######## xp_rr_arb ########
### Sizing map, xp_rr_arb

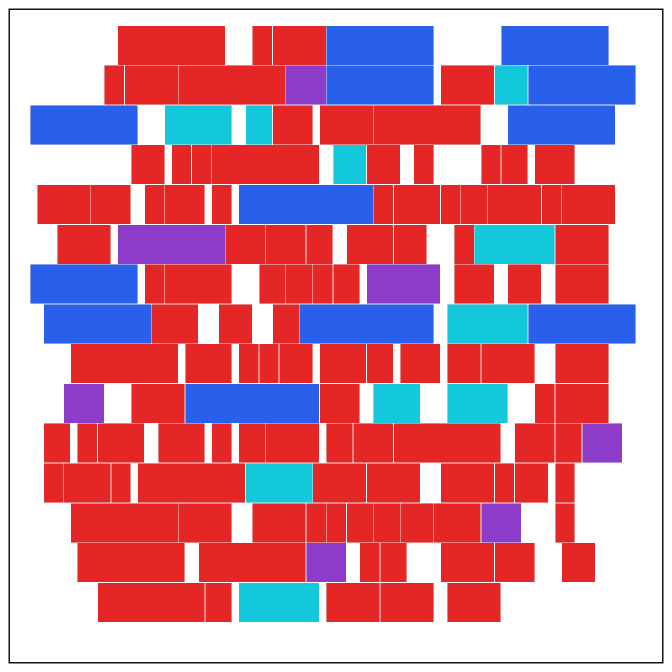

<file path="config.mk">
export PLATFORM = sky130hd
export DESIGN_NAME = xp_rr_arb
export DESIGN_NICKNAME = d
export VERILOG_FILES = /design/src/rtl/xp_pkg.sv /design/src/rtl/xp_sel_bit_from_vec.sv /design/src/rtl/xp_rr_arb.sv
export SDC_FILE = /design/constraint.sdc
export NUM_CORES = 1
export LEC_CHECK = 0
export CAP_MARGIN = 20
export CORE_UTILIZATION = 51
export CTS_BUF_LIST = sky130_fd_sc_hd__clkbuf_16
export DETAILED_ROUTE_END_ITERATION = 7
export MAX_ROUTING_LAYER = met4
export PLACE_DENSITY = 0.81
export SLEW_MARGIN = 20
export SYNTH_ARGS = -nofsm -noshare
export SYNTH_HDL_FRONTEND = slang
export SYNTH_SLANG_ARGS = --single-unit
</file>
<file path="constraint.sdc">
create_clock -name clk -period 4.42 [get_ports clk]
set_input_delay 1.105 -clock clk [delete_from_list [all_inputs] [get_ports clk]]
set_output_delay 1.105 -clock clk [all_outputs]
set_load 0.05 [all_outputs]
</file>
<file path="src/rtl/xp_pkg.sv">
// Shared crosspoint definitions: default port count and arbiter lock states.
package xp_pkg;

   localparam int XP_NUM_PORT = 5;

   typedef enum logic {
      ST_IDLE = 1'b0,
      ST_LOCK = 1'b1
   } xp_lock_e;

endpackage

</file>
<file path="src/rtl/xp_sel_bit_from_vec.sv">
// Returns the first set bit of in_vec at or above the one-hot start position,
// wrapping around to bit 0 when nothing is set at or above it.
module xp_sel_bit_from_vec #(
   parameter int VEC_WIDTH = 5
) (
   input  logic [VEC_WIDTH-1:0] in_vec,
   input  logic [VEC_WIDTH-1:0] startx,
   output logic [VEC_WIDTH-1:0] out_vec,
   output logic                 found
);

   localparam logic [VEC_WIDTH-1:0] ONE = {{(VEC_WIDTH-1){1'b0}}, 1'b1};

   logic [VEC_WIDTH-1:0] upper_vec;

   // Bits at or above the start position win first; x & -x isolates the lowest set bit.
   always_comb begin
      upper_vec = in_vec & ~(startx - ONE);
      if (upper_vec != '0) begin
         out_vec = upper_vec & (~upper_vec + ONE);
      end else begin
         out_vec = in_vec & (~in_vec + ONE);
      end
      found = |in_vec;
   end

endmodule

</file>
<file path="src/rtl/xp_rr_arb.sv">
// Round-robin arbiter for one XP output port; holds the grant for a whole packet
// and only rotates priority once the packet's last flit is accepted.
module xp_rr_arb
   import xp_pkg::*;
#(
   parameter int NUM_REQ = XP_NUM_PORT,
   parameter int IDX_W   = $clog2(NUM_REQ)
) (
   input  logic               clk,
   input  logic               rst_n,
   input  logic [NUM_REQ-1:0] req_vld,
   input  logic [NUM_REQ-1:0] req_last,
   input  logic               out_rdy,
   output logic [NUM_REQ-1:0] gnt,
   output logic               gnt_vld,
   output logic [IDX_W-1:0]   gnt_idx,
   output logic               gnt_last,
   output logic               busy
);

   xp_lock_e           lock_q;
   logic [NUM_REQ-1:0] ptr_q;
   logic [NUM_REQ-1:0] lock_vec_q;
   logic [NUM_REQ-1:0] sel_vec;
   logic               sel_found;
   logic               xfer;
   logic               pkt_done;

   function automatic logic [IDX_W-1:0] onehot_to_idx(input logic [NUM_REQ-1:0] vec);
      logic [IDX_W-1:0] idx;
      idx = '0;
      for (int i = 0; i < NUM_REQ; i++) begin
         if (vec[i]) idx = idx | IDX_W'(i);
      end
      return idx;
   endfunction

   xp_sel_bit_from_vec #(
      .VEC_WIDTH(NUM_REQ)
   ) u_sel (
      .in_vec (req_vld),
      .startx (ptr_q),
      .out_vec(sel_vec),
      .found  (sel_found)
   );

   // While locked the held grant stays on the output even if its requester bubbles.
   always_comb begin
      if (lock_q == ST_LOCK) begin
         gnt     = lock_vec_q;
         gnt_vld = |(lock_vec_q & req_vld);
      end else begin
         gnt     = sel_vec;
         gnt_vld = sel_found;
      end
      gnt_last = |(gnt & req_last);
      gnt_idx  = onehot_to_idx(gnt);
      busy     = (lock_q == ST_LOCK);
      xfer     = gnt_vld & out_rdy;
      pkt_done = xfer & gnt_last;
   end

   always_ff @(posedge clk) begin
      if (!rst_n) begin
         lock_q     <= ST_IDLE;
         ptr_q      <= {{(NUM_REQ-1){1'b0}}, 1'b1};
         lock_vec_q <= '0;
      end else begin
         if (pkt_done) begin
            ptr_q <= {gnt[NUM_REQ-2:0], gnt[NUM_REQ-1]};
         end
         case (lock_q)
            ST_IDLE: begin
               if (gnt_vld && !(out_rdy && gnt_last)) begin
                  lock_q     <= ST_LOCK;
                  lock_vec_q <= gnt;
               end
            end
            ST_LOCK: begin
               if (pkt_done) begin
                  lock_q     <= ST_IDLE;
                  lock_vec_q <= '0;
               end
            end
            default: begin
               lock_q     <= ST_IDLE;
               lock_vec_q <= '0;
            end
         endcase
      end
   end

   gnt_onehot0_a: assert property (@(posedge clk) disable iff (!rst_n) $onehot0(gnt));
   gnt_subset_a:  assert property (@(posedge clk) disable iff (!rst_n)
                                   (lock_q == ST_IDLE) |-> ((gnt & ~req_vld) == '0));
   lock_onehot_a: assert property (@(posedge clk) disable iff (!rst_n)
                                   (lock_q == ST_LOCK) |-> $onehot(lock_vec_q));

endmodule

</file>
######## io_write_arbiter ########
File: src/rtl/io_write_arbiter.sv
// io_write_arbiter: shares the single output-port write path between
// requester 0 (CPU store path) and requester 1 (debug/loader master).
// Round-robin grant, one-cycle WRITE with ack pulse, address-range check,
// and an optional programmable idle gap after every accepted write.
// Optional build macro IO_ARB_LOCK_EN adds lock0/lock1 inputs that let the
// current winner keep the grant across ties.
//
// state   | meaning
// --------+-----------------------------------------------------------
// S_IDLE  | waiting for a request; winner's addr/data latched on exit
// S_WRITE | one cycle: ack to winner, io_wen (in range) or err (not)
// S_GAP   | forced idle cycles after a write; requests not accepted
module io_write_arbiter #(
    parameter logic [5:0] PORT_BASE     = 6'b100000,
    parameter int         NUM_OUT_PORTS = 2,
    parameter int         GAP_CYCLES    = 0
) (
    input  logic        io_clk,
    input  logic        clrn,
`ifdef IO_ARB_LOCK_EN
    input  logic        lock0,
    input  logic        lock1,
`endif
    input  logic        req0,
    input  logic [31:0] addr0,
    input  logic [31:0] data0,
    output logic        ack0,
    input  logic        req1,
    input  logic [31:0] addr1,
    input  logic [31:0] data1,
    output logic        ack1,
    output logic [31:0] io_addr,
    output logic [31:0] io_datas,
    output logic        io_wen,
    output logic        err,
    output logic        busy
);

    typedef enum logic [1:0] {
        S_IDLE  = 2'd0,
        S_WRITE = 2'd1,
        S_GAP   = 2'd2
    } state_t;

    localparam logic [3:0] GAP_LOAD = (GAP_CYCLES > 0) ? 4'(GAP_CYCLES - 1) : 4'd0;
    localparam logic [6:0] PORT_LO  = {1'b0, PORT_BASE};
    localparam logic [6:0] PORT_HI  = 7'(int'(PORT_BASE) + NUM_OUT_PORTS - 1);

    state_t      r_state;
    state_t      w_next_state;
    logic        r_last_grant;
    logic [31:0] r_io_addr;
    logic [31:0] r_io_datas;
    logic [3:0]  r_gap_cnt;
    logic        w_load;
    logic        w_winner;
    logic        w_hold;
    logic [6:0]  w_port;
    logic        w_in_range;

`ifdef IO_ARB_LOCK_EN
    logic r_lock;

    // Remember whether the winner asked to keep the grant for the next tie.
    always_ff @(posedge io_clk or negedge clrn) begin
        if (!clrn)
            r_lock <= 1'b0;
        else if (r_state == S_WRITE)
            r_lock <= r_last_grant ? lock1 : lock0;
    end

    assign w_hold = r_lock;
`else
    assign w_hold = 1'b0;
`endif

    // Winner selection: a lone requester wins; on a tie the requester that
    // was not granted last wins, unless the previous winner holds a lock.
    always_comb begin
        w_winner = 1'b0;
        if (req1 && !req0)
            w_winner = 1'b1;
        else if (req0 && req1)
            w_winner = w_hold ? r_last_grant : ~r_last_grant;
    end

    // Port-word range check on the latched address; only bits [7:2] count.
    assign w_port     = {1'b0, r_io_addr[7:2]};
    assign w_in_range = (w_port >= PORT_LO) && (w_port <= PORT_HI);

    // Next-state and handshake outputs; pulses only ever asserted in S_WRITE.
    always_comb begin
        w_next_state = r_state;
        w_load       = 1'b0;
        io_wen       = 1'b0;
        ack0         = 1'b0;
        ack1         = 1'b0;
        err          = 1'b0;
        case (r_state)
            S_IDLE: begin
                if (req0 || req1) begin
                    w_load       = 1'b1;
                    w_next_state = S_WRITE;
                end
            end
            S_WRITE: begin
                ack0         = ~r_last_grant;
                ack1         = r_last_grant;
                io_wen       = w_in_range;
                err          = ~w_in_range;
                w_next_state = (GAP_CYCLES > 0) ? S_GAP : S_IDLE;
            end
            S_GAP: begin
                if (r_gap_cnt == 4'd0)
                    w_next_state = S_IDLE;
            end
            default: w_next_state = S_IDLE;
        endcase
    end

    // State register.
    always_ff @(posedge io_clk or negedge clrn) begin
        if (!clrn)
            r_state <= S_IDLE;
        else
            r_state <= w_next_state;
    end

    // Latch the winner's write and remember who was granted.
    always_ff @(posedge io_clk or negedge clrn) begin
        if (!clrn) begin
            r_io_addr    <= 32'd0;
            r_io_datas   <= 32'd0;
            r_last_grant <= 1'b1;
        end else if (w_load) begin
            r_io_addr    <= w_winner ? addr1 : addr0;
            r_io_datas   <= w_winner ? data1 : data0;
            r_last_grant <= w_winner;
        end
    end

    // Gap down-counter: loaded on leaving WRITE, exits GAP at zero.
    always_ff @(posedge io_clk or negedge clrn) begin
        if (!clrn)
            r_gap_cnt <= 4'd0;
        else if (r_state == S_WRITE)
            r_gap_cnt <= GAP_LOAD;
        else if (r_state == S_GAP && r_gap_cnt != 4'd0)
            r_gap_cnt <= r_gap_cnt - 4'd1;
    end

    assign io_addr  = r_io_addr;
    assign io_datas = r_io_datas;
    assign busy     = (r_state != S_IDLE);

endmodule

File: config.mk
export PLATFORM = sky130hd
export DESIGN_NAME = io_write_arbiter
export DESIGN_NICKNAME = d
export VERILOG_FILES = /design/src/rtl/io_write_arbiter.sv
export SDC_FILE = /design/constraint.sdc
export NUM_CORES = 1
export LEC_CHECK = 0
export ABC_AREA = 1
export CAP_MARGIN = 20
export CORE_MARGIN = 10
export CORE_UTILIZATION = 35
export CTS_CLUSTER_SIZE = 24
export DETAILED_ROUTE_END_ITERATION = 6
export GPL_TIMING_DRIVEN = 1
export PLACE_DENSITY = 0.74
export SYNTH_ARGS = -nofsm -noshare
export SYNTH_HDL_FRONTEND = slang
export SYNTH_SLANG_ARGS = --single-unit
export TNS_END_PERCENT = 10
File: constraint.sdc
create_clock -name io_clk -period 1.7 [get_ports io_clk]
set_input_delay 0.255 -clock io_clk [delete_from_list [all_inputs] [get_ports io_clk]]
set_output_delay 0.255 -clock io_clk [all_outputs]
set_load 0.005 [all_outputs]
######## wb_unit ########
===== config.mk =====
export PLATFORM = sky130hd
export DESIGN_NAME = wb_unit
export DESIGN_NICKNAME = d
export VERILOG_FILES = /design/src/rtl/wb_unit.sv
export SDC_FILE = /design/constraint.sdc
export NUM_CORES = 1
export LEC_CHECK = 0
export CORE_MARGIN = 2
export CORE_UTILIZATION = 60
export CTS_BUF_LIST = sky130_fd_sc_hd__clkbuf_4
export CTS_CLUSTER_SIZE = 10
export DETAILED_ROUTE_END_ITERATION = 10
export DONT_BUFFER_PORTS = 1
export PLACE_DENSITY_LB_ADDON = 0.3
export RECOVER_POWER = 100
export SLEW_MARGIN = 20
export SYNTH_ARGS = -nofsm -noshare
export SYNTH_HDL_FRONTEND = slang
export SYNTH_SLANG_ARGS = --single-unit

===== constraint.sdc =====
create_clock -name clk -period 2.4 [get_ports clk]
set_input_delay 0.48 -clock clk [delete_from_list [all_inputs] [get_ports clk]]
set_output_delay 0.48 -clock clk [all_outputs]
set_load 0.02 [all_outputs]

===== src/rtl/wb_unit.sv =====
// Writeback stage: retires one EXU instruction at a time into the register file,
// aligning and extending load data and dropping writes to x0 and faulting loads.
//
//   state    | meaning
//   ---------+-----------------------------------------------------------
//   IDLE     | ready for a new instruction from EXU
//   WAIT_MEM | load accepted, waiting for the mem_rvalid pulse
//   WRITE    | single cycle: rd_we/wb_done/wb_err presented to regfile/IFU
module wb_unit #(
    parameter int DATA_WIDTH = 32,
    parameter int ADDR_WIDTH = 5
) (
    input  logic                  clk,
    input  logic                  rst_n,
    input  logic                  exu_valid,
    output logic                  exu_ready,
    input  logic [ADDR_WIDTH-1:0] exu_rd_addr,
    input  logic [DATA_WIDTH-1:0] exu_result,
    input  logic                  exu_is_load,
    input  logic [2:0]            exu_funct3,
    input  logic [1:0]            exu_addr_low,
    input  logic                  mem_rvalid,
    input  logic [DATA_WIDTH-1:0] mem_rdata,
    output logic                  rd_we,
    output logic [ADDR_WIDTH-1:0] rd_addr,
    output logic [DATA_WIDTH-1:0] rd_data,
    output logic                  wb_done,
    output logic                  wb_err
);

    typedef enum logic [1:0] {
        ST_IDLE     = 2'd0,
        ST_WAIT_MEM = 2'd1,
        ST_WRITE    = 2'd2
    } state_t;

    localparam logic [2:0] F3_LB  = 3'b000;
    localparam logic [2:0] F3_LH  = 3'b001;
    localparam logic [2:0] F3_LW  = 3'b010;
    localparam logic [2:0] F3_LBU = 3'b100;
    localparam logic [2:0] F3_LHU = 3'b101;

    state_t state_q, state_d;

    logic [ADDR_WIDTH-1:0] ld_rd_q, ld_rd_d;
    logic [2:0]            ld_funct3_q, ld_funct3_d;
    logic [1:0]            ld_lane_q, ld_lane_d;

    logic                  rd_we_q, rd_we_d;
    logic [ADDR_WIDTH-1:0] rd_addr_q, rd_addr_d;
    logic [DATA_WIDTH-1:0] rd_data_q, rd_data_d;
    logic                  wb_done_q, wb_done_d;
    logic                  wb_err_q, wb_err_d;

    logic [7:0]            ld_byte;
    logic [15:0]           ld_half;
    logic [DATA_WIDTH-1:0] ld_data;
    logic                  ld_fault;

    // Load alignment/extension from the fields captured when the load was accepted.
    always_comb begin
        ld_byte  = 8'h00;
        ld_half  = ld_lane_q[1] ? mem_rdata[31:16] : mem_rdata[15:0];
        ld_data  = '0;
        ld_fault = 1'b0;
        case (ld_lane_q)
            2'd0:    ld_byte = mem_rdata[7:0];
            2'd1:    ld_byte = mem_rdata[15:8];
            2'd2:    ld_byte = mem_rdata[23:16];
            default: ld_byte = mem_rdata[31:24];
        endcase
        case (ld_funct3_q)
            F3_LB:  ld_data = {{(DATA_WIDTH-8){ld_byte[7]}}, ld_byte};
            F3_LBU: ld_data = {{(DATA_WIDTH-8){1'b0}}, ld_byte};
            F3_LH: begin
                if (ld_lane_q[0]) ld_fault = 1'b1;
                else              ld_data  = {{(DATA_WIDTH-16){ld_half[15]}}, ld_half};
            end
            F3_LHU: begin
                if (ld_lane_q[0]) ld_fault = 1'b1;
                else              ld_data  = {{(DATA_WIDTH-16){1'b0}}, ld_half};
            end
            F3_LW: begin
                if (ld_lane_q != 2'd0) ld_fault = 1'b1;
                else                   ld_data  = mem_rdata;
            end
            default: ld_fault = 1'b1;
        endcase
    end

    always_ff @(posedge clk or negedge rst_n) begin
        if (!rst_n) begin
            state_q <= ST_IDLE;
        end else begin
            state_q <= state_d;
        end
    end

    always_comb begin
        state_d = state_q;
        case (state_q)
            ST_IDLE: begin
                if (exu_valid) state_d = exu_is_load ? ST_WAIT_MEM : ST_WRITE;
            end
            ST_WAIT_MEM: begin
                if (mem_rvalid) state_d = ST_WRITE;
            end
            ST_WRITE: state_d = ST_IDLE;
            default:  state_d = ST_IDLE;
        endcase
    end

    // Outputs are registered, so their next values are formed on the transition into WRITE.
    always_comb begin
        ld_rd_d     = ld_rd_q;
        ld_funct3_d = ld_funct3_q;
        ld_lane_d   = ld_lane_q;
        rd_we_d     = 1'b0;
        rd_addr_d   = rd_addr_q;
        rd_data_d   = rd_data_q;
        wb_done_d   = 1'b0;
        wb_err_d    = 1'b0;
        case (state_q)
            ST_IDLE: begin
                if (exu_valid) begin
                    ld_rd_d     = exu_rd_addr;
                    ld_funct3_d = exu_funct3;
                    ld_lane_d   = exu_addr_low;
                    if (!exu_is_load) begin
                        rd_we_d   = (exu_rd_addr != '0);
                        rd_addr_d = exu_rd_addr;
                        rd_data_d = exu_result;
                        wb_done_d = 1'b1;
                    end
                end
            end
            ST_WAIT_MEM: begin
                if (mem_rvalid) begin
                    rd_we_d   = !ld_fault && (ld_rd_q != '0);
                    rd_addr_d = ld_rd_q;
                    rd_data_d = ld_fault ? '0 : ld_data;
                    wb_done_d = 1'b1;
                    wb_err_d  = ld_fault;
                end
            end
            default: ;
        endcase
    end

    always_ff @(posedge clk or negedge rst_n) begin
        if (!rst_n) begin
            ld_rd_q     <= '0;
            ld_funct3_q <= 3'b000;
            ld_lane_q   <= 2'd0;
            rd_we_q     <= 1'b0;
            rd_addr_q   <= '0;
            rd_data_q   <= '0;
            wb_done_q   <= 1'b0;
            wb_err_q    <= 1'b0;
        end else begin
            ld_rd_q     <= ld_rd_d;
            ld_funct3_q <= ld_funct3_d;
            ld_lane_q   <= ld_lane_d;
            rd_we_q     <= rd_we_d;
            rd_addr_q   <= rd_addr_d;
            rd_data_q   <= rd_data_d;
            wb_done_q   <= wb_done_d;
            wb_err_q    <= wb_err_d;
        end
    end

    assign exu_ready = (state_q == ST_IDLE);
    assign rd_we     = rd_we_q;
    assign rd_addr   = rd_addr_q;
    assign rd_data   = rd_data_q;
    assign wb_done   = wb_done_q;
    assign wb_err    = wb_err_q;

endmodule


######## ayar_kontrol ########
<file path="config.mk">
export PLATFORM = sky130hd
export DESIGN_NAME = ayar_kontrol
export DESIGN_NICKNAME = d
export VERILOG_FILES = /design/src/rtl/ayar_pkg.sv /design/src/rtl/ayar_kontrol_buton_filtre.sv /design/src/rtl/ayar_kontrol.sv
export SDC_FILE = /design/constraint.sdc
export NUM_CORES = 1
export LEC_CHECK = 0
export CAP_MARGIN = 20
export CORE_UTILIZATION = 62
export CTS_BUF_LIST = sky130_fd_sc_hd__clkbuf_4 sky130_fd_sc_hd__clkbuf_8 sky130_fd_sc_hd__clkbuf_16
export CTS_CLUSTER_DIAMETER = 80
export DETAILED_ROUTE_END_ITERATION = 10
export MAX_ROUTING_LAYER = met4
export PLACE_DENSITY = 0.8
export RECOVER_POWER = 50
export SYNTH_ARGS = -nofsm -noshare
export SYNTH_HDL_FRONTEND = slang
export SYNTH_HIERARCHICAL = 1
export SYNTH_SLANG_ARGS = --single-unit
export TNS_END_PERCENT = 30
</file>
<file path="constraint.sdc">
create_clock -name clk -period 3.32 [get_ports clk]
set_input_delay 0.664 -clock clk [delete_from_list [all_inputs] [get_ports clk]]
set_output_delay 0.664 -clock clk [all_outputs]
set_load 0.005 [all_outputs]
</file>
<file path="src/rtl/ayar_pkg.sv">
// Shared field indices, controller state and field-mask helper for the clock set-mode controller.
package ayar_pkg;

  localparam int N_ALAN = 6;

  localparam logic [2:0] ALAN_SANIYE = 3'd0;
  localparam logic [2:0] ALAN_DAKIKA = 3'd1;
  localparam logic [2:0] ALAN_SAAT   = 3'd2;
  localparam logic [2:0] ALAN_GUN    = 3'd3;
  localparam logic [2:0] ALAN_AY     = 3'd4;
  localparam logic [2:0] ALAN_YIL    = 3'd5;

  typedef enum logic {
    CALIS,
    DUZENLE
  } durum_e;

  function automatic logic [N_ALAN-1:0] alan_maskesi(input logic [2:0] alan);
    return N_ALAN'(1) << alan;
  endfunction

endpackage

</file>
<file path="src/rtl/ayar_kontrol_buton_filtre.sv">
// Button conditioner: 2-FF sync, symmetric debounce, arm-after-release, press pulse and
// optional auto-repeat while the debounced level stays high.
module buton_filtre #(
  parameter int unsigned DEBOUNCE_CYC     = 1_000_000,
  parameter int unsigned REPEAT_DELAY_CYC = 50_000_000,
  parameter int unsigned REPEAT_RATE_CYC  = 10_000_000,
  parameter bit          REPEAT_EN        = 1'b1
) (
  input  logic clk,
  input  logic reset,
  input  logic ham_i,
  input  logic iptal_i,
  output logic seviye_o,
  output logic olay_o
);

  localparam int DW = $clog2(DEBOUNCE_CYC + 1);
  localparam int unsigned RMAX = (REPEAT_DELAY_CYC > REPEAT_RATE_CYC) ? REPEAT_DELAY_CYC
                                                                       : REPEAT_RATE_CYC;
  localparam int RW = $clog2(RMAX + 1);
  localparam logic [DW-1:0] DEB_TAM = DW'(DEBOUNCE_CYC);

  logic          sync1_q, sync2_q, son_q;
  logic [DW-1:0] run_q, run_d;
  logic          seviye_q, seviye_d;
  logic          silahli_q, silahli_d;
  logic          olay_q, olay_d;
  logic          tekrar_q, tekrar_d;
  logic          faz_q, faz_d;
  logic [RW-1:0] tcnt_q, tcnt_d;
  logic          kararli, basma, ates;
  logic [RW-1:0] limit;

  always_comb begin
    run_d = run_q;
    if (sync2_q != son_q) run_d = DW'(1);
    else if (run_q != DEB_TAM) run_d = run_q + DW'(1);
    kararli   = (run_d == DEB_TAM);
    seviye_d  = kararli ? sync2_q : seviye_q;
    // Arming needs a confirmed-low run, so a button held through reset stays silent.
    silahli_d = silahli_q | (kararli & ~sync2_q);
    basma     = silahli_q & seviye_d & ~seviye_q;

    limit    = faz_q ? RW'(REPEAT_RATE_CYC - 1) : RW'(REPEAT_DELAY_CYC - 1);
    tekrar_d = tekrar_q;
    faz_d    = faz_q;
    tcnt_d   = tcnt_q;
    ates     = 1'b0;
    if (basma) begin
      tekrar_d = REPEAT_EN;
      faz_d    = 1'b0;
      tcnt_d   = '0;
    end else if (!seviye_d || iptal_i) begin
      tekrar_d = 1'b0;
      faz_d    = 1'b0;
      tcnt_d   = '0;
    end else if (tekrar_q) begin
      if (tcnt_q == limit) begin
        ates   = 1'b1;
        faz_d  = 1'b1;
        tcnt_d = '0;
      end else begin
        tcnt_d = tcnt_q + RW'(1);
      end
    end
    olay_d = basma | ates;
  end

  always_ff @(posedge clk) begin
    if (reset) begin
      sync1_q   <= 1'b0;
      sync2_q   <= 1'b0;
      son_q     <= 1'b0;
      run_q     <= '0;
      seviye_q  <= 1'b0;
      silahli_q <= 1'b0;
      olay_q    <= 1'b0;
      tekrar_q  <= 1'b0;
      faz_q     <= 1'b0;
      tcnt_q    <= '0;
    end else begin
      sync1_q   <= ham_i;
      sync2_q   <= sync1_q;
      son_q     <= sync2_q;
      run_q     <= run_d;
      seviye_q  <= seviye_d;
      silahli_q <= silahli_d;
      olay_q    <= olay_d;
      tekrar_q  <= tekrar_d;
      faz_q     <= faz_d;
      tcnt_q    <= tcnt_d;
    end
  end

  assign seviye_o = seviye_q;
  assign olay_o   = olay_q;

endmodule

</file>
<file path="src/rtl/ayar_kontrol.sv">
// Set-mode controller: forwards field carries in run mode, turns buttons into per-field
// increment/decrement strobes in edit mode. duzenleme mirrors the FSM state.
module ayar_kontrol
  import ayar_pkg::*;
#(
  parameter int unsigned DEBOUNCE_CYC     = 1_000_000,
  parameter int unsigned REPEAT_DELAY_CYC = 50_000_000,
  parameter int unsigned REPEAT_RATE_CYC  = 10_000_000,
  parameter int unsigned BLINK_CYC        = 25_000_000
) (
  input  logic              clk,
  input  logic              reset,
  input  logic              btn_mod,
  input  logic              btn_arttir,
  input  logic              btn_azalt,
  input  logic [N_ALAN-1:0] tasma,
  output logic [N_ALAN-1:0] arttir,
  output logic [N_ALAN-1:0] azalt,
  output logic              stop,
  output logic              duzenleme,
  output logic [2:0]        secili_alan,
  output logic              blink,
  output logic              saniye_sifirla
);

  localparam int BW = (BLINK_CYC > 1) ? $clog2(BLINK_CYC) : 1;

  logic mod_olay, art_olay, az_olay, art_sev, az_sev, mod_seviye_unused;
  logic ikisi, iptal;

  durum_e            durum_q, durum_d;
  logic [2:0]        alan_q, alan_d;
  logic [N_ALAN-1:0] arttir_q, arttir_d, azalt_q, azalt_d;
  logic              blink_q, blink_d, sifirla_q, sifirla_d;
  logic [BW-1:0]     bcnt_q, bcnt_d;

  // Both levels high blocks strobes; it and any mode event also kill pending repeats.
  assign ikisi = art_sev & az_sev;
  assign iptal = ikisi | mod_olay;

  buton_filtre #(
    .DEBOUNCE_CYC(DEBOUNCE_CYC), .REPEAT_DELAY_CYC(REPEAT_DELAY_CYC),
    .REPEAT_RATE_CYC(REPEAT_RATE_CYC), .REPEAT_EN(1'b0)
  ) u_mod (
    .clk(clk), .reset(reset), .ham_i(btn_mod), .iptal_i(1'b0),
    .seviye_o(mod_seviye_unused), .olay_o(mod_olay)
  );

  buton_filtre #(
    .DEBOUNCE_CYC(DEBOUNCE_CYC), .REPEAT_DELAY_CYC(REPEAT_DELAY_CYC),
    .REPEAT_RATE_CYC(REPEAT_RATE_CYC), .REPEAT_EN(1'b1)
  ) u_arttir (
    .clk(clk), .reset(reset), .ham_i(btn_arttir), .iptal_i(iptal),
    .seviye_o(art_sev), .olay_o(art_olay)
  );

  buton_filtre #(
    .DEBOUNCE_CYC(DEBOUNCE_CYC), .REPEAT_DELAY_CYC(REPEAT_DELAY_CYC),
    .REPEAT_RATE_CYC(REPEAT_RATE_CYC), .REPEAT_EN(1'b1)
  ) u_azalt (
    .clk(clk), .reset(reset), .ham_i(btn_azalt), .iptal_i(iptal),
    .seviye_o(az_sev), .olay_o(az_olay)
  );

  always_comb begin
    durum_d   = durum_q;
    alan_d    = alan_q;
    arttir_d  = '0;
    azalt_d   = '0;
    sifirla_d = 1'b0;
    blink_d   = blink_q;
    bcnt_d    = bcnt_q;
    case (durum_q)
      CALIS: begin
        arttir_d = tasma;
        blink_d  = 1'b0;
        bcnt_d   = '0;
        if (mod_olay) begin
          durum_d = DUZENLE;
          alan_d  = ALAN_SANIYE;
          blink_d = 1'b1;
        end
      end
      DUZENLE: begin
        if (mod_olay) begin
          bcnt_d = '0;
          if (alan_q == ALAN_YIL) begin
            durum_d   = CALIS;
            alan_d    = ALAN_SANIYE;
            sifirla_d = 1'b1;
            blink_d   = 1'b0;
          end else begin
            alan_d  = alan_q + 3'd1;
            blink_d = 1'b1;
          end
        end else begin
          if (!ikisi) begin
            if (art_olay)     arttir_d = alan_maskesi(alan_q);
            else if (az_olay) azalt_d  = alan_maskesi(alan_q);
          end
          if (bcnt_q == BW'(BLINK_CYC - 1)) begin
            blink_d = ~blink_q;
            bcnt_d  = '0;
          end else begin
            bcnt_d = bcnt_q + BW'(1);
          end
        end
      end
    endcase
  end

  always_ff @(posedge clk) begin
    if (reset) begin
      durum_q   <= CALIS;
      alan_q    <= ALAN_SANIYE;
      arttir_q  <= '0;
      azalt_q   <= '0;
      blink_q   <= 1'b0;
      bcnt_q    <= '0;
      sifirla_q <= 1'b0;
    end else begin
      durum_q   <= durum_d;
      alan_q    <= alan_d;
      arttir_q  <= arttir_d;
      azalt_q   <= azalt_d;
      blink_q   <= blink_d;
      bcnt_q    <= bcnt_d;
      sifirla_q <= sifirla_d;
    end
  end

  assign arttir         = arttir_q;
  assign azalt          = azalt_q;
  assign duzenleme      = (durum_q == DUZENLE);
  assign stop           = duzenleme;
  assign secili_alan    = alan_q;
  assign blink          = blink_q;
  assign saniye_sifirla = sifirla_q;

endmodule
</file>

==> notes/layouts.md <==
Pictures saved along the way, in no particular order.

Cell classes on the final placement.
Plate I
Bar = 20 microns.
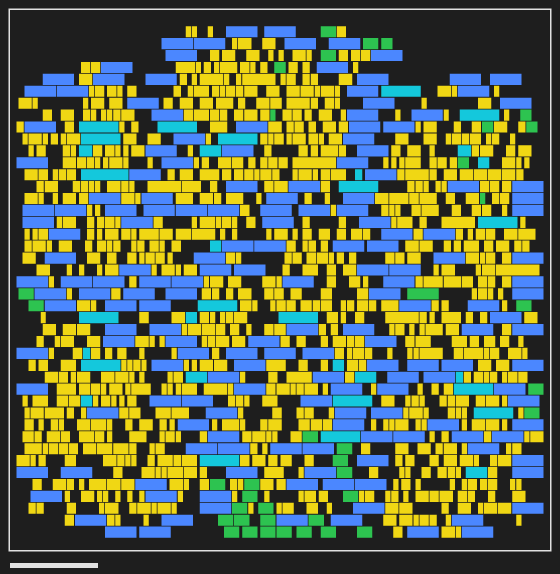
Plate II
Bar = 20 microns.
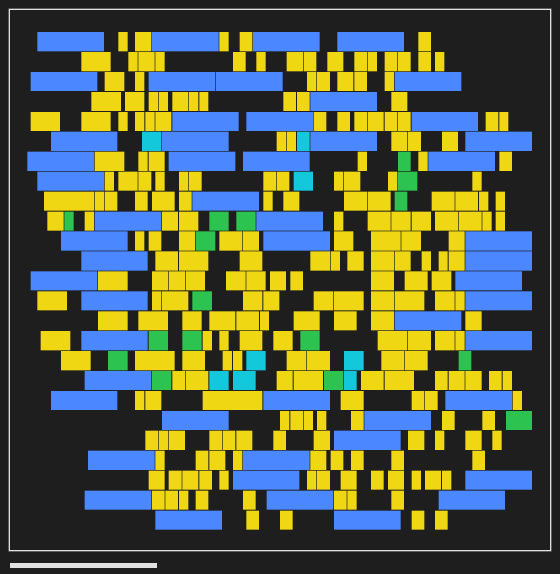
Plate III
Bar = 20 microns.
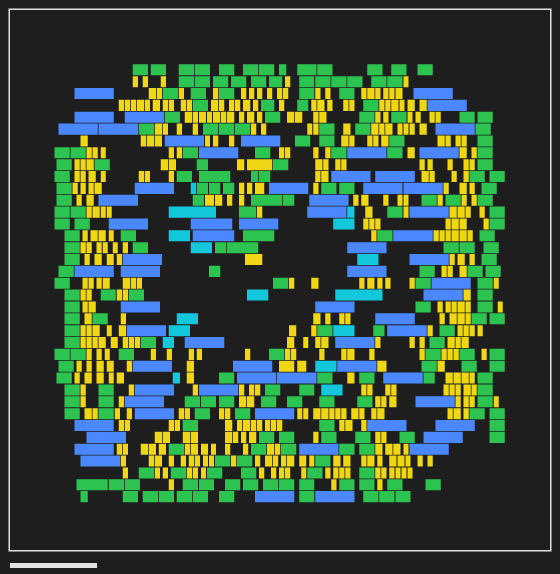
Plate IV
Bar = 10 microns.
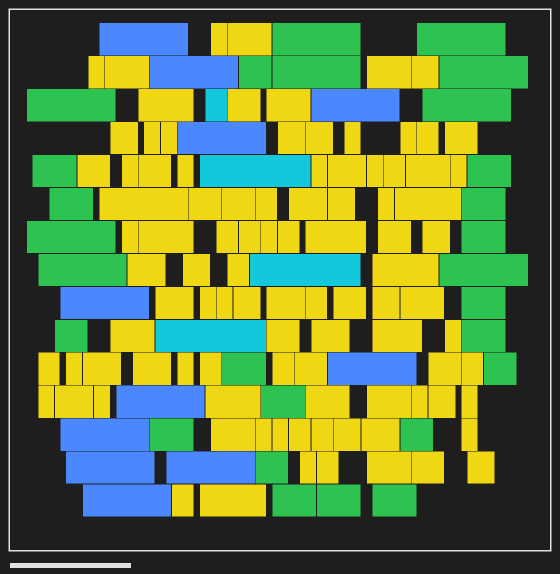
Plate II comes from wb_unit.
Plate III comes from io_write_arbiter.
Plate I comes from ayar_kontrol.
Plate IV comes from xp_rr_arb.

### Clock distribution, ayar_kontrol

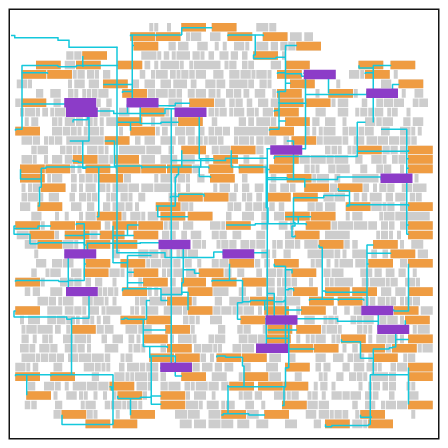
Key: cells driving clock nets = purple [count 17]; flip-flops = orange [count 177]; clock wires = cyan [length 2070 microns]
Position of the flops: all over the die. There are 18 routed clock nets.
clk pwr: 1960 uW
clock network fraction of design power: 0.462
clk ins delay skew pair: 440 ps
clk_skew: 5.88 ps

==> flow_summary_export.csv, ayar_kontrol <==
group,metric,value,unit
outcome,outcome,"completed",
drt,drt-met1-wl,8710,microns
sta,finalMaxSlewViolations,0,
pwr,pwr-share-seq,0.510,
placement,gp_congestion,0.910,
job,drv_cap,0,
global_route,grt_first_pass_wirelength,32300,microns
global_route,grt_usage,0.275,
placement,pre_cts_ws,142,ps
pwr,comb_power_share,0.027,
critical_path,reg2reg_depth,9,
cts,cts.repair.resized,0,
placement,dpl.cell_count,1233,
critical_path,arrival,3430,ps
job,tool_warnings,30,
cells_and_area,multiInputGateArea,0.00512,sq mm
cts,ctsHoldBuffers,0,
floorplan,fp-utilization,0.647,
pwr,power_leader,"sequential cells",
cells_and_area,area_delta_synth_final,9.50,%
drt,routed_wl,18800,microns
sta,layout_min_cycle_time,3130,ps
placement,port-buffer-count,29,
critical_path,rr_startpoint,"u_arttir/run_q[1]",
placement,dp_hpwl,12900,microns
cells_and_area,regArea,0.00354,sq mm
cts,cts_buffers,17,
cts,cts_buffer_depth,2,
sta,tightest_slew,785,ps
cts,cts_max_level,4,
pwr,ir_worst_vdd,0.000377,V
sta,max-slew-margin-rel,0.477,
cells_and_area,final_cells,1266,
cells_and_area,nets,1094,
critical_path,rr_endpoint,"u_arttir/tcnt_q[16]",
global_route,globalRoute.busiestLayer,"met2",
drt,dr.first_iter.drc_count,468,
pwr,switching_share,0.217,
hold_path,min_path_cells,1,
-- ayar_kontrol: critical path, cell delays in order, from the launching register on --
cell and delay [ps]:
dfxtp_1 440, ha_2 290, nand4_4 160, or3_1 400, or3_4 390, a2111oi_4 380, nand3b_1 120, nand4bb_1 240
o211ai_2 460, nor2_1 120
-- ayar_kontrol: stage by stage --
stage          TNS (ps)  instance area, sq um
2_1_floorplan         0                  9120
3_3_place_gp          0                  9400
3_5_place_dp          0                  9400
4_1_cts               0                  9980
5_1_grt           -7.77                  9980
6_report              0                  9980
-- ayar_kontrol: area by class of cell --
type	count	share of cell area
clock buffers	24	0.0504
inverters	41	0.0154
clock inverters	8	0.00777
repair buffers	38	0.0363
flip-flops and latches	177	0.355
well taps	180	0.0226
multi-input cells	798	0.513
-- ayar_kontrol: flip-flops by register name, summed over array words and instances, names as in the netlist, 3 cells and up --
name and count:
u_arttir/tcnt_q 26, u_azalt/tcnt_q 26, bcnt_q 25, u_arttir/run_q 20
u_azalt/run_q 20, u_mod/run_q 20, arttir 6, azalt 6
secili_alan 3
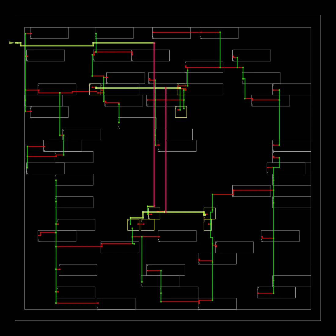
*Clock wiring as the flow saved it, wb_unit*
layout clock buffer count: 5
clock sink total: 52

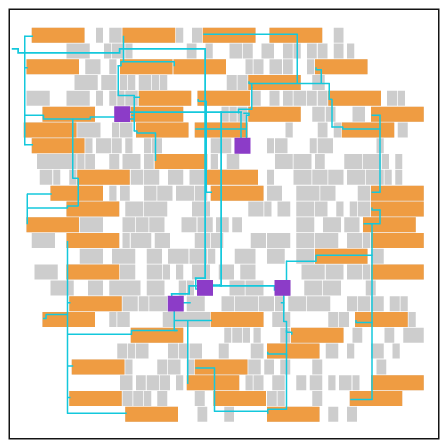
*Clock distribution, wb_unit*
Key: flip-flops = orange [count 52]; clock wires = cyan [length 595 microns]; cells driving clock nets = purple [count 5]
Position of the flops: all over the die.
clk_skew: 15.2 ps
clk pwr: 390 uW
clk ins delay skew pair: 370 ps
clock network fraction of design power: 0.120

==> flow_summary_export.csv, wb_unit <==
group,metric,value,unit
hold_path,min_path_cells,1,
cells_and_area,largest_reg_flops,32,
cells_and_area,multiInputGateArea,0.00146,sq mm
floorplan,die_w,73.7,microns
floorplan,fp-utilization,0.621,
drt,routed_wl,7930,microns
synth,avgSynthCellArea,9.08,sq um
placement,port-buffer-count,0,
floorplan,die-area,0.00543,sq mm
cts,cts_tree,"done",
hold_path,hold_class,"input pin to flop",
cells_and_area,clock_area_frac,0.0186,
cts,cts.repair.resized,0,
synth,synth_top_area_share,0.447,
cells_and_area,buffer_area_frac,0.0367,
cells_and_area,fill_cells,407,
sta,hold_viol,0,
sta,timing.setup.tns,0,ps
sta,tightest_slew,1290,ps
sta,layout_min_cycle_time,2230,ps
critical_path,end_kind,"flop",
synth,ys_seq_share,0.447,
cts,cts_max_level,2,
pwr,total_power,3240,uW
cells_and_area,inv_count,11,
outcome,outcome,"completed",
critical_path,startpoint_type,"flop",
hold_path,hold_path_startpoint,"mem_rvalid",
cells_and_area,nets,395,
global_route,gr-total-overflow,0,
-- wb_unit: kinds of logic after synthesis --
logic type,count (synthesis),synth area share
flops,52,0.447
compound gates,129,0.277
buf+inv,39,0.0593
mux,19,0.0769
simple gates,82,0.140
-- wb_unit: layer usage --
layer / global-route usage / wire (microns) / vias up
li1: - / - / 1179
met1: 0.379 / 3100 / 1248
met2: 0.461 / 3890 / 145
met3: 0.0919 / 811 / 13
met4: 0.107 / 131 / 0
met5: 0 / 0 / -
-- wb_unit: cells in the final DEF (no fill, tap or decap), drive strengths merged, types with 6 or more instances in the layout --
cell,count
nand2,13
inv,10
a211oi,8
o221ai,6
o22ai,23
mux2,17
a21oi,51
clkbuf,9
a31oi,6
dfrtp,52
o21ai,11
and3,6
buf,11
a22o,12
nor2,42
-- wb_unit: worst max path at each step --
stage / endpoint / startpoint / cells past startpoint / slack [ps]
floorplan: rd_data[22] / ld_lane_q[1] / 7 / 420
CTS: rd_data[21] / state_q[0] / 4 / 140
finish: rd_data[30] / ld_funct3_q[2] / 4 / 170
global route: rd_data[30] / state_q[0] / 4 / 30
detailed placement: rd_data[21] / state_q[0] / 4 / 180
global placement: rd_data[31] / state_q[0] / 4 / 210
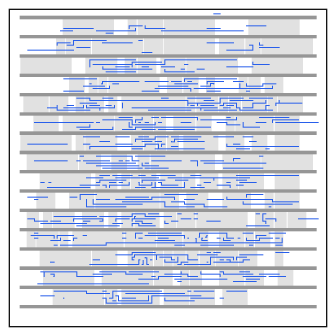
*M1 wires, xp_rr_arb*
Supply wires on this layer in grey. Cells faint in the background.
140 nets have wire on it. The layer holds 39% of the routed length.
final wirelength: 2750 microns
met1 Use GR: 0.396
Vias: 1056

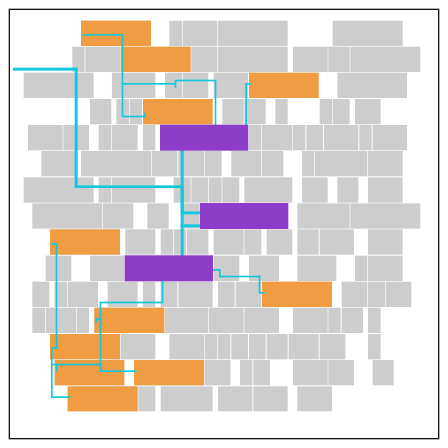
*Clock distribution, xp_rr_arb*
Key: cells driving clock nets = purple [count 3]; flip-flops = orange [count 11]; clock wires = cyan [length 175 microns]
There are 4 routed clock nets.
clock network fraction of design power: 0.287
clk pwr: 167 uW
clk ins delay skew pair: 240 ps
clk_skew: 4.56 ps

Notes on 'Sizing map' of xp_rr_arb above:
Key: drive 1 or less = red [cells 110, share 79%]; drive 2 = cyan [cells 10, share 7.2%]; drive 3 to 4 = purple [cells 7, share 5.0%]; drive 6 and up = blue [cells 12, share 8.6%]
final worst slack: 152 ps
Non-CTS buffers: 27
area grow syn2layout: 46.1%
Final Instance Area: 0.00135 sq mm

==> flow_summary_export.csv, xp_rr_arb <==
group,metric,value,unit
placement,gp_congestion,0.944,
cells_and_area,fill_cells,112,
synth,async_flop_share,0,
drt,drc,0,
critical_path,worst-setup-path-type,"input pin to primary output",
cells_and_area,seq-cell-share,0.163,
floorplan,die-area,0.00199,sq mm
cells_and_area,nFlopsAndLatches,11,
cells_and_area,utilization,0.791,
floorplan,tap-cell-count,25,
cts,cts_max_level,1,
cells_and_area,diodes,0,
cts,cts_buffers,3,
floorplan,fp-utilization,0.541,
cts,clock_sinks,11,
cts,cts_buffer_depth,2,
sta,hold_slack,510,ps
drt,avgViaCountPerCell,6.44,
global_route,antenna_found_initial,0,
outcome,outcome,"completed",
cells_and_area,clock_area_frac,0.0593,
placement,dpl_cell_area,0.00126,sq mm
pwr,power_density,432,mW/mm^2
placement,port-buffer-count,23,
critical_path,critPathTopFamily,"AND-OR/OR-AND gates",
critical_path,cp.buffers_inverters,2,
cts,cts.repair.resized,0,
sta,timing.setup.tns,0,ps
synth,yosysWarnings,0,
floorplan,ioPinCount,24,
pwr,netSwitchingPower,228,uW
synth,synth.distinct_cells,48,
cells_and_area,logic_gate_count,92,
synth,simple_gate_share,0.263,
floorplan,core,0.00171,sq mm
cts,cts_root_buf,"clkbuf_16",
drt,dr.first_iter.drc_count,98,
synth,synth-edff-count,0,
sta,finalMaxSlewViolations,0,
synth,top_logic_kind,"AND-OR/OR-AND gates",
cells_and_area,final_cell_mix,"13 x nand2_1, 13 x clkdlybuf4s50_1, 11 x dfxtp_1",
synth,ys_seq_share,0.238,
## xp_rr_arb: routing by layer
layer | vias up | GRT usage | routed length [microns]
li1 | 488 | - | -
met1 | 490 | 0.396 | 1080
met2 | 66 | 0.485 | 1310
met3 | 12 | 0.0571 | 285
met4 | 0 | 0.133 | 76
met5 | - | - | 0
## xp_rr_arb: worst paths after layout
path / slack [ps] / cells after the start / startpoint / to
setup / recovery: 150 / 7 / req_last[2] / gnt_last
hold / removal: 510 / 1 / lock_vec_q[1] / lock_vec_q[1]
setup reg to reg: 1330 / 9 / ptr_q[0] / lock_vec_q[2]
hold reg to reg: 510 / 1 / lock_vec_q[1] / lock_vec_q[1]
## xp_rr_arb: stage by stage
stage                     std cells  total power (uW)
final                           164               584
after global routing            164               605
after CTS                       164               577
after detailed placement        160               410
after global placement          160               407
after floorplan                 115               299
## xp_rr_arb: power groups by stage
| stage | logic, uW | clock network (uW) | registers (uW) |
|---|---|---|---|
| 6_report | 286 | 167 | 130 |
| 5_1_grt | 302 | 172 | 132 |
| 4_1_cts | 283 | 165 | 128 |
| 3_5_place_dp | 281 | 0 | 129 |
| 3_3_place_gp | 278 | 0 | 129 |
| 2_1_floorplan | 175 | 0 | 124 |
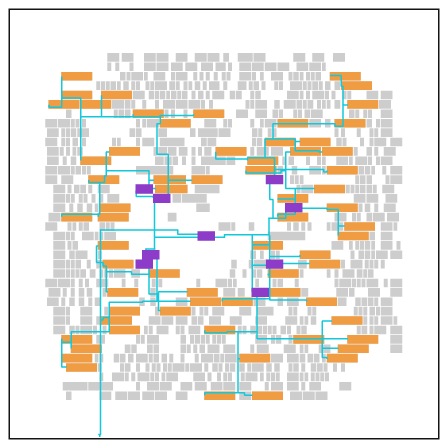
*Clock distribution, io_write_arbiter*
Key: flip-flops = orange [count 66]; clock wires = cyan [length 874 microns]; cells driving clock nets = purple [count 9]
There are 10 routed clock nets.
clk ins delay skew pair: 330 ps
clk pwr: 1450 uW
clock network fraction of design power: 0.258
clk_skew: 13.4 ps

==> flow_summary_export.csv, io_write_arbiter <==
group,metric,value,unit
floorplan,placementRows,37,
cells_and_area,nets,893,
cells_and_area,n_all_buffers,219,
floorplan,tap-cell-count,136,
floorplan,die-area,0.0153,sq mm
global_route,globalRoute.busiestLayer,"met2",
synth,top_logic_kind,"simple AND/OR/NAND/NOR gates",
floorplan,ioPinCount,201,
synth,synth.cell_area,0.00378,sq mm
critical_path,rr_startpoint,"r_last_grant",
drt,routedWlPerCell,14.8,microns
global_route,gr-total-overflow,0,
synth,yosys_area,0.00378,sq mm
drt,routed_wl,13400,microns
pwr,total_power,5630,uW
drt,wl_met2,6810,microns
floorplan,die_w,124,microns
cts,clock_sinks,66,
cts,cts_buffers,9,
pwr,comb_power_share,0.367,
synth,simple_gate_share,0.373,
global_route,grt_usage,0.168,
synth,synthTopCellsByArea,"dfrtp_1 43%, nand2_1 20%, nand3_1 17%",
outcome,outcome,"completed",
pwr,switching_share,0.298,
synth,synth-edff-count,0,
drt,antenna_left,0,
cells_and_area,sh_comb_area,0.235,
floorplan,fp-utilization,0.363,
pwr,leakagePower,0.00335,uW
synth,synthCells,566,
pwr,ir_worst_vdd,0.000375,V
sta,timing.final.crit_share,0.944,
floorplan,core,0.0104,sq mm
io_write_arbiter: placed cells by master, fill, tap and decap left out, drive strengths merged:
| cell type | n |
|---|---|
| buf | 20 |
| bufinv | 2 |
| clkbuf | 12 |
| clkdlybuf4s50 | 194 |
| clkinv | 2 |
| clkinvlp | 1 |
| dfrtp | 65 |
| dfstp | 1 |
| dlygate4sd2 | 2 |
| dlygate4sd3 | 1 |
| dlymetal6s2s | 1 |
| inv | 131 |
| nand2 | 197 |
| nand3 | 129 |
| nor2 | 6 |
| o21ai | 2 |
io_write_arbiter: stage by stage:
stage               instance area [sq um]  instances
floorplan                            3780        566
global placement                     5920        882
detailed placement                   5920        882
CTS                                  6170        901
global route                         6180        902
finish                               6180        902
io_write_arbiter: what timing repair did:
action / in CTS / in global routing
endpoints found under the setup margin: 4 / 3
buffers inserted: 2 / 1
pin swaps: 1 / 2
resized: 6 / 6
hold buffers: 1 / 0
endpoints found under the hold margin: 65 / 0
io_write_arbiter: tightest hold or removal path, cell delays in order (launching register included):
cell	delay [ps]
dfrtp_1	340
nand2_1	50
nand2_1	50
io_write_arbiter: sequential cells by signal, indices dropped and copies added, names as in the netlist:
signal and flops:
io_addr 32, io_datas 32, r_last_grant 1, r_state 1


==> notes/layouts.md <==
Pictures saved along the way, in no particular order.

M1 wires.
Supply wires on this layer in grey. Cells faint in the background.
shot_01.png
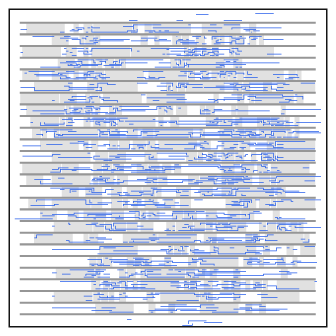
shot_02.png
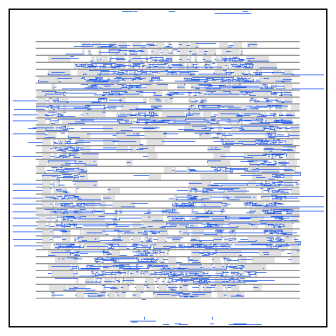
shot_03.png
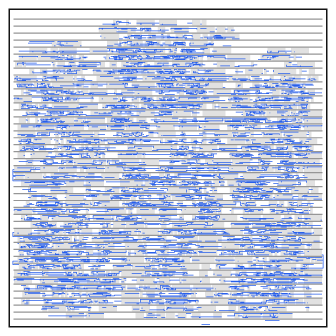
shot_03.png -> ayar_kontrol
shot_01.png -> wb_unit
shot_02.png -> io_write_arbiter

Key to shot_01.png:
The layer carries 3100 microns of wire. 363 nets have wire on it. The layer holds 39% of the routed length. The longest straight run is 31.3 microns. The wires run mostly horizontal.


==> screenshots <==
Sizing map.
image #1
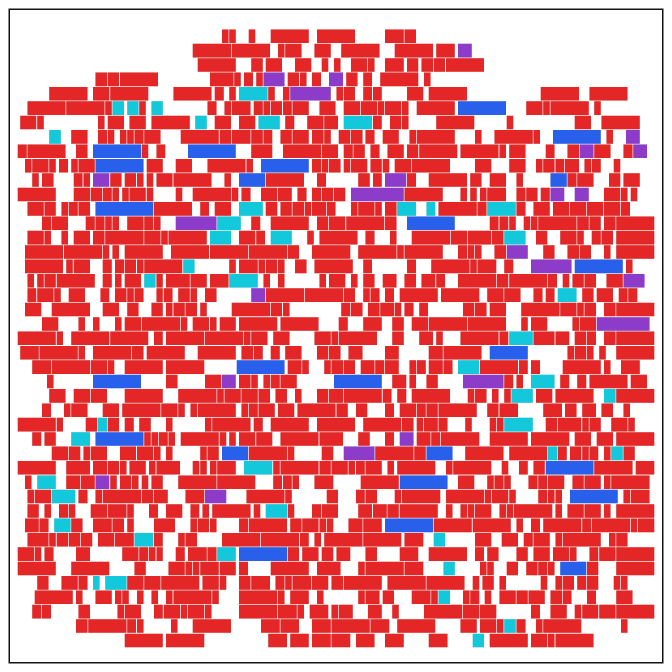
image #2
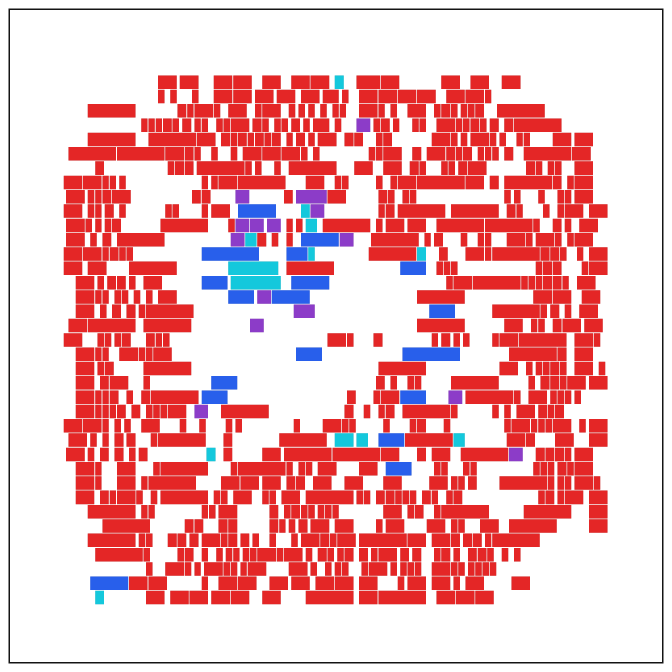
image #3
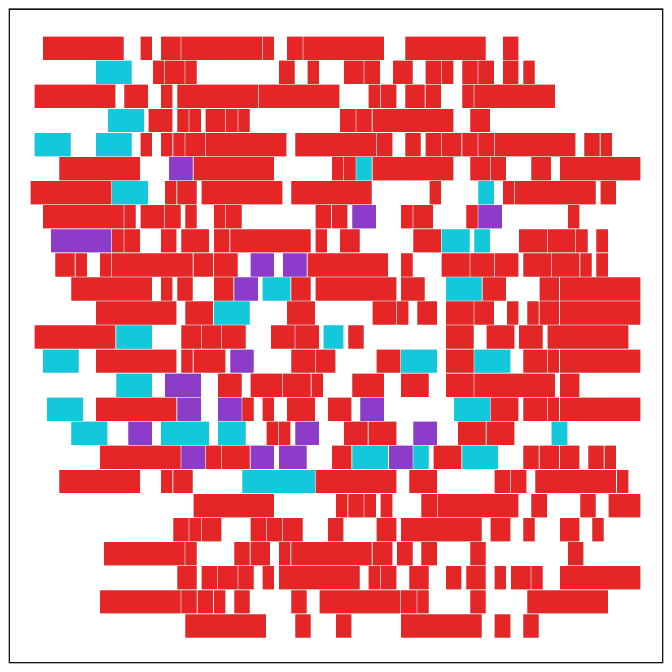
image #2: io_write_arbiter
image #3: wb_unit
image #1: ayar_kontrol
- fewest cells: image #3
- most cells: image #1

Key to image #2:
Key: drive 3 to 4 = purple [cells 15, share 2.0%]; drive 6 and up = blue [cells 18, share 2.3%]; drive 2 = cyan [cells 13, share 1.7%]; drive 1 or less = red [cells 720, share 94%]

Power and IR drop assume default switching activity.
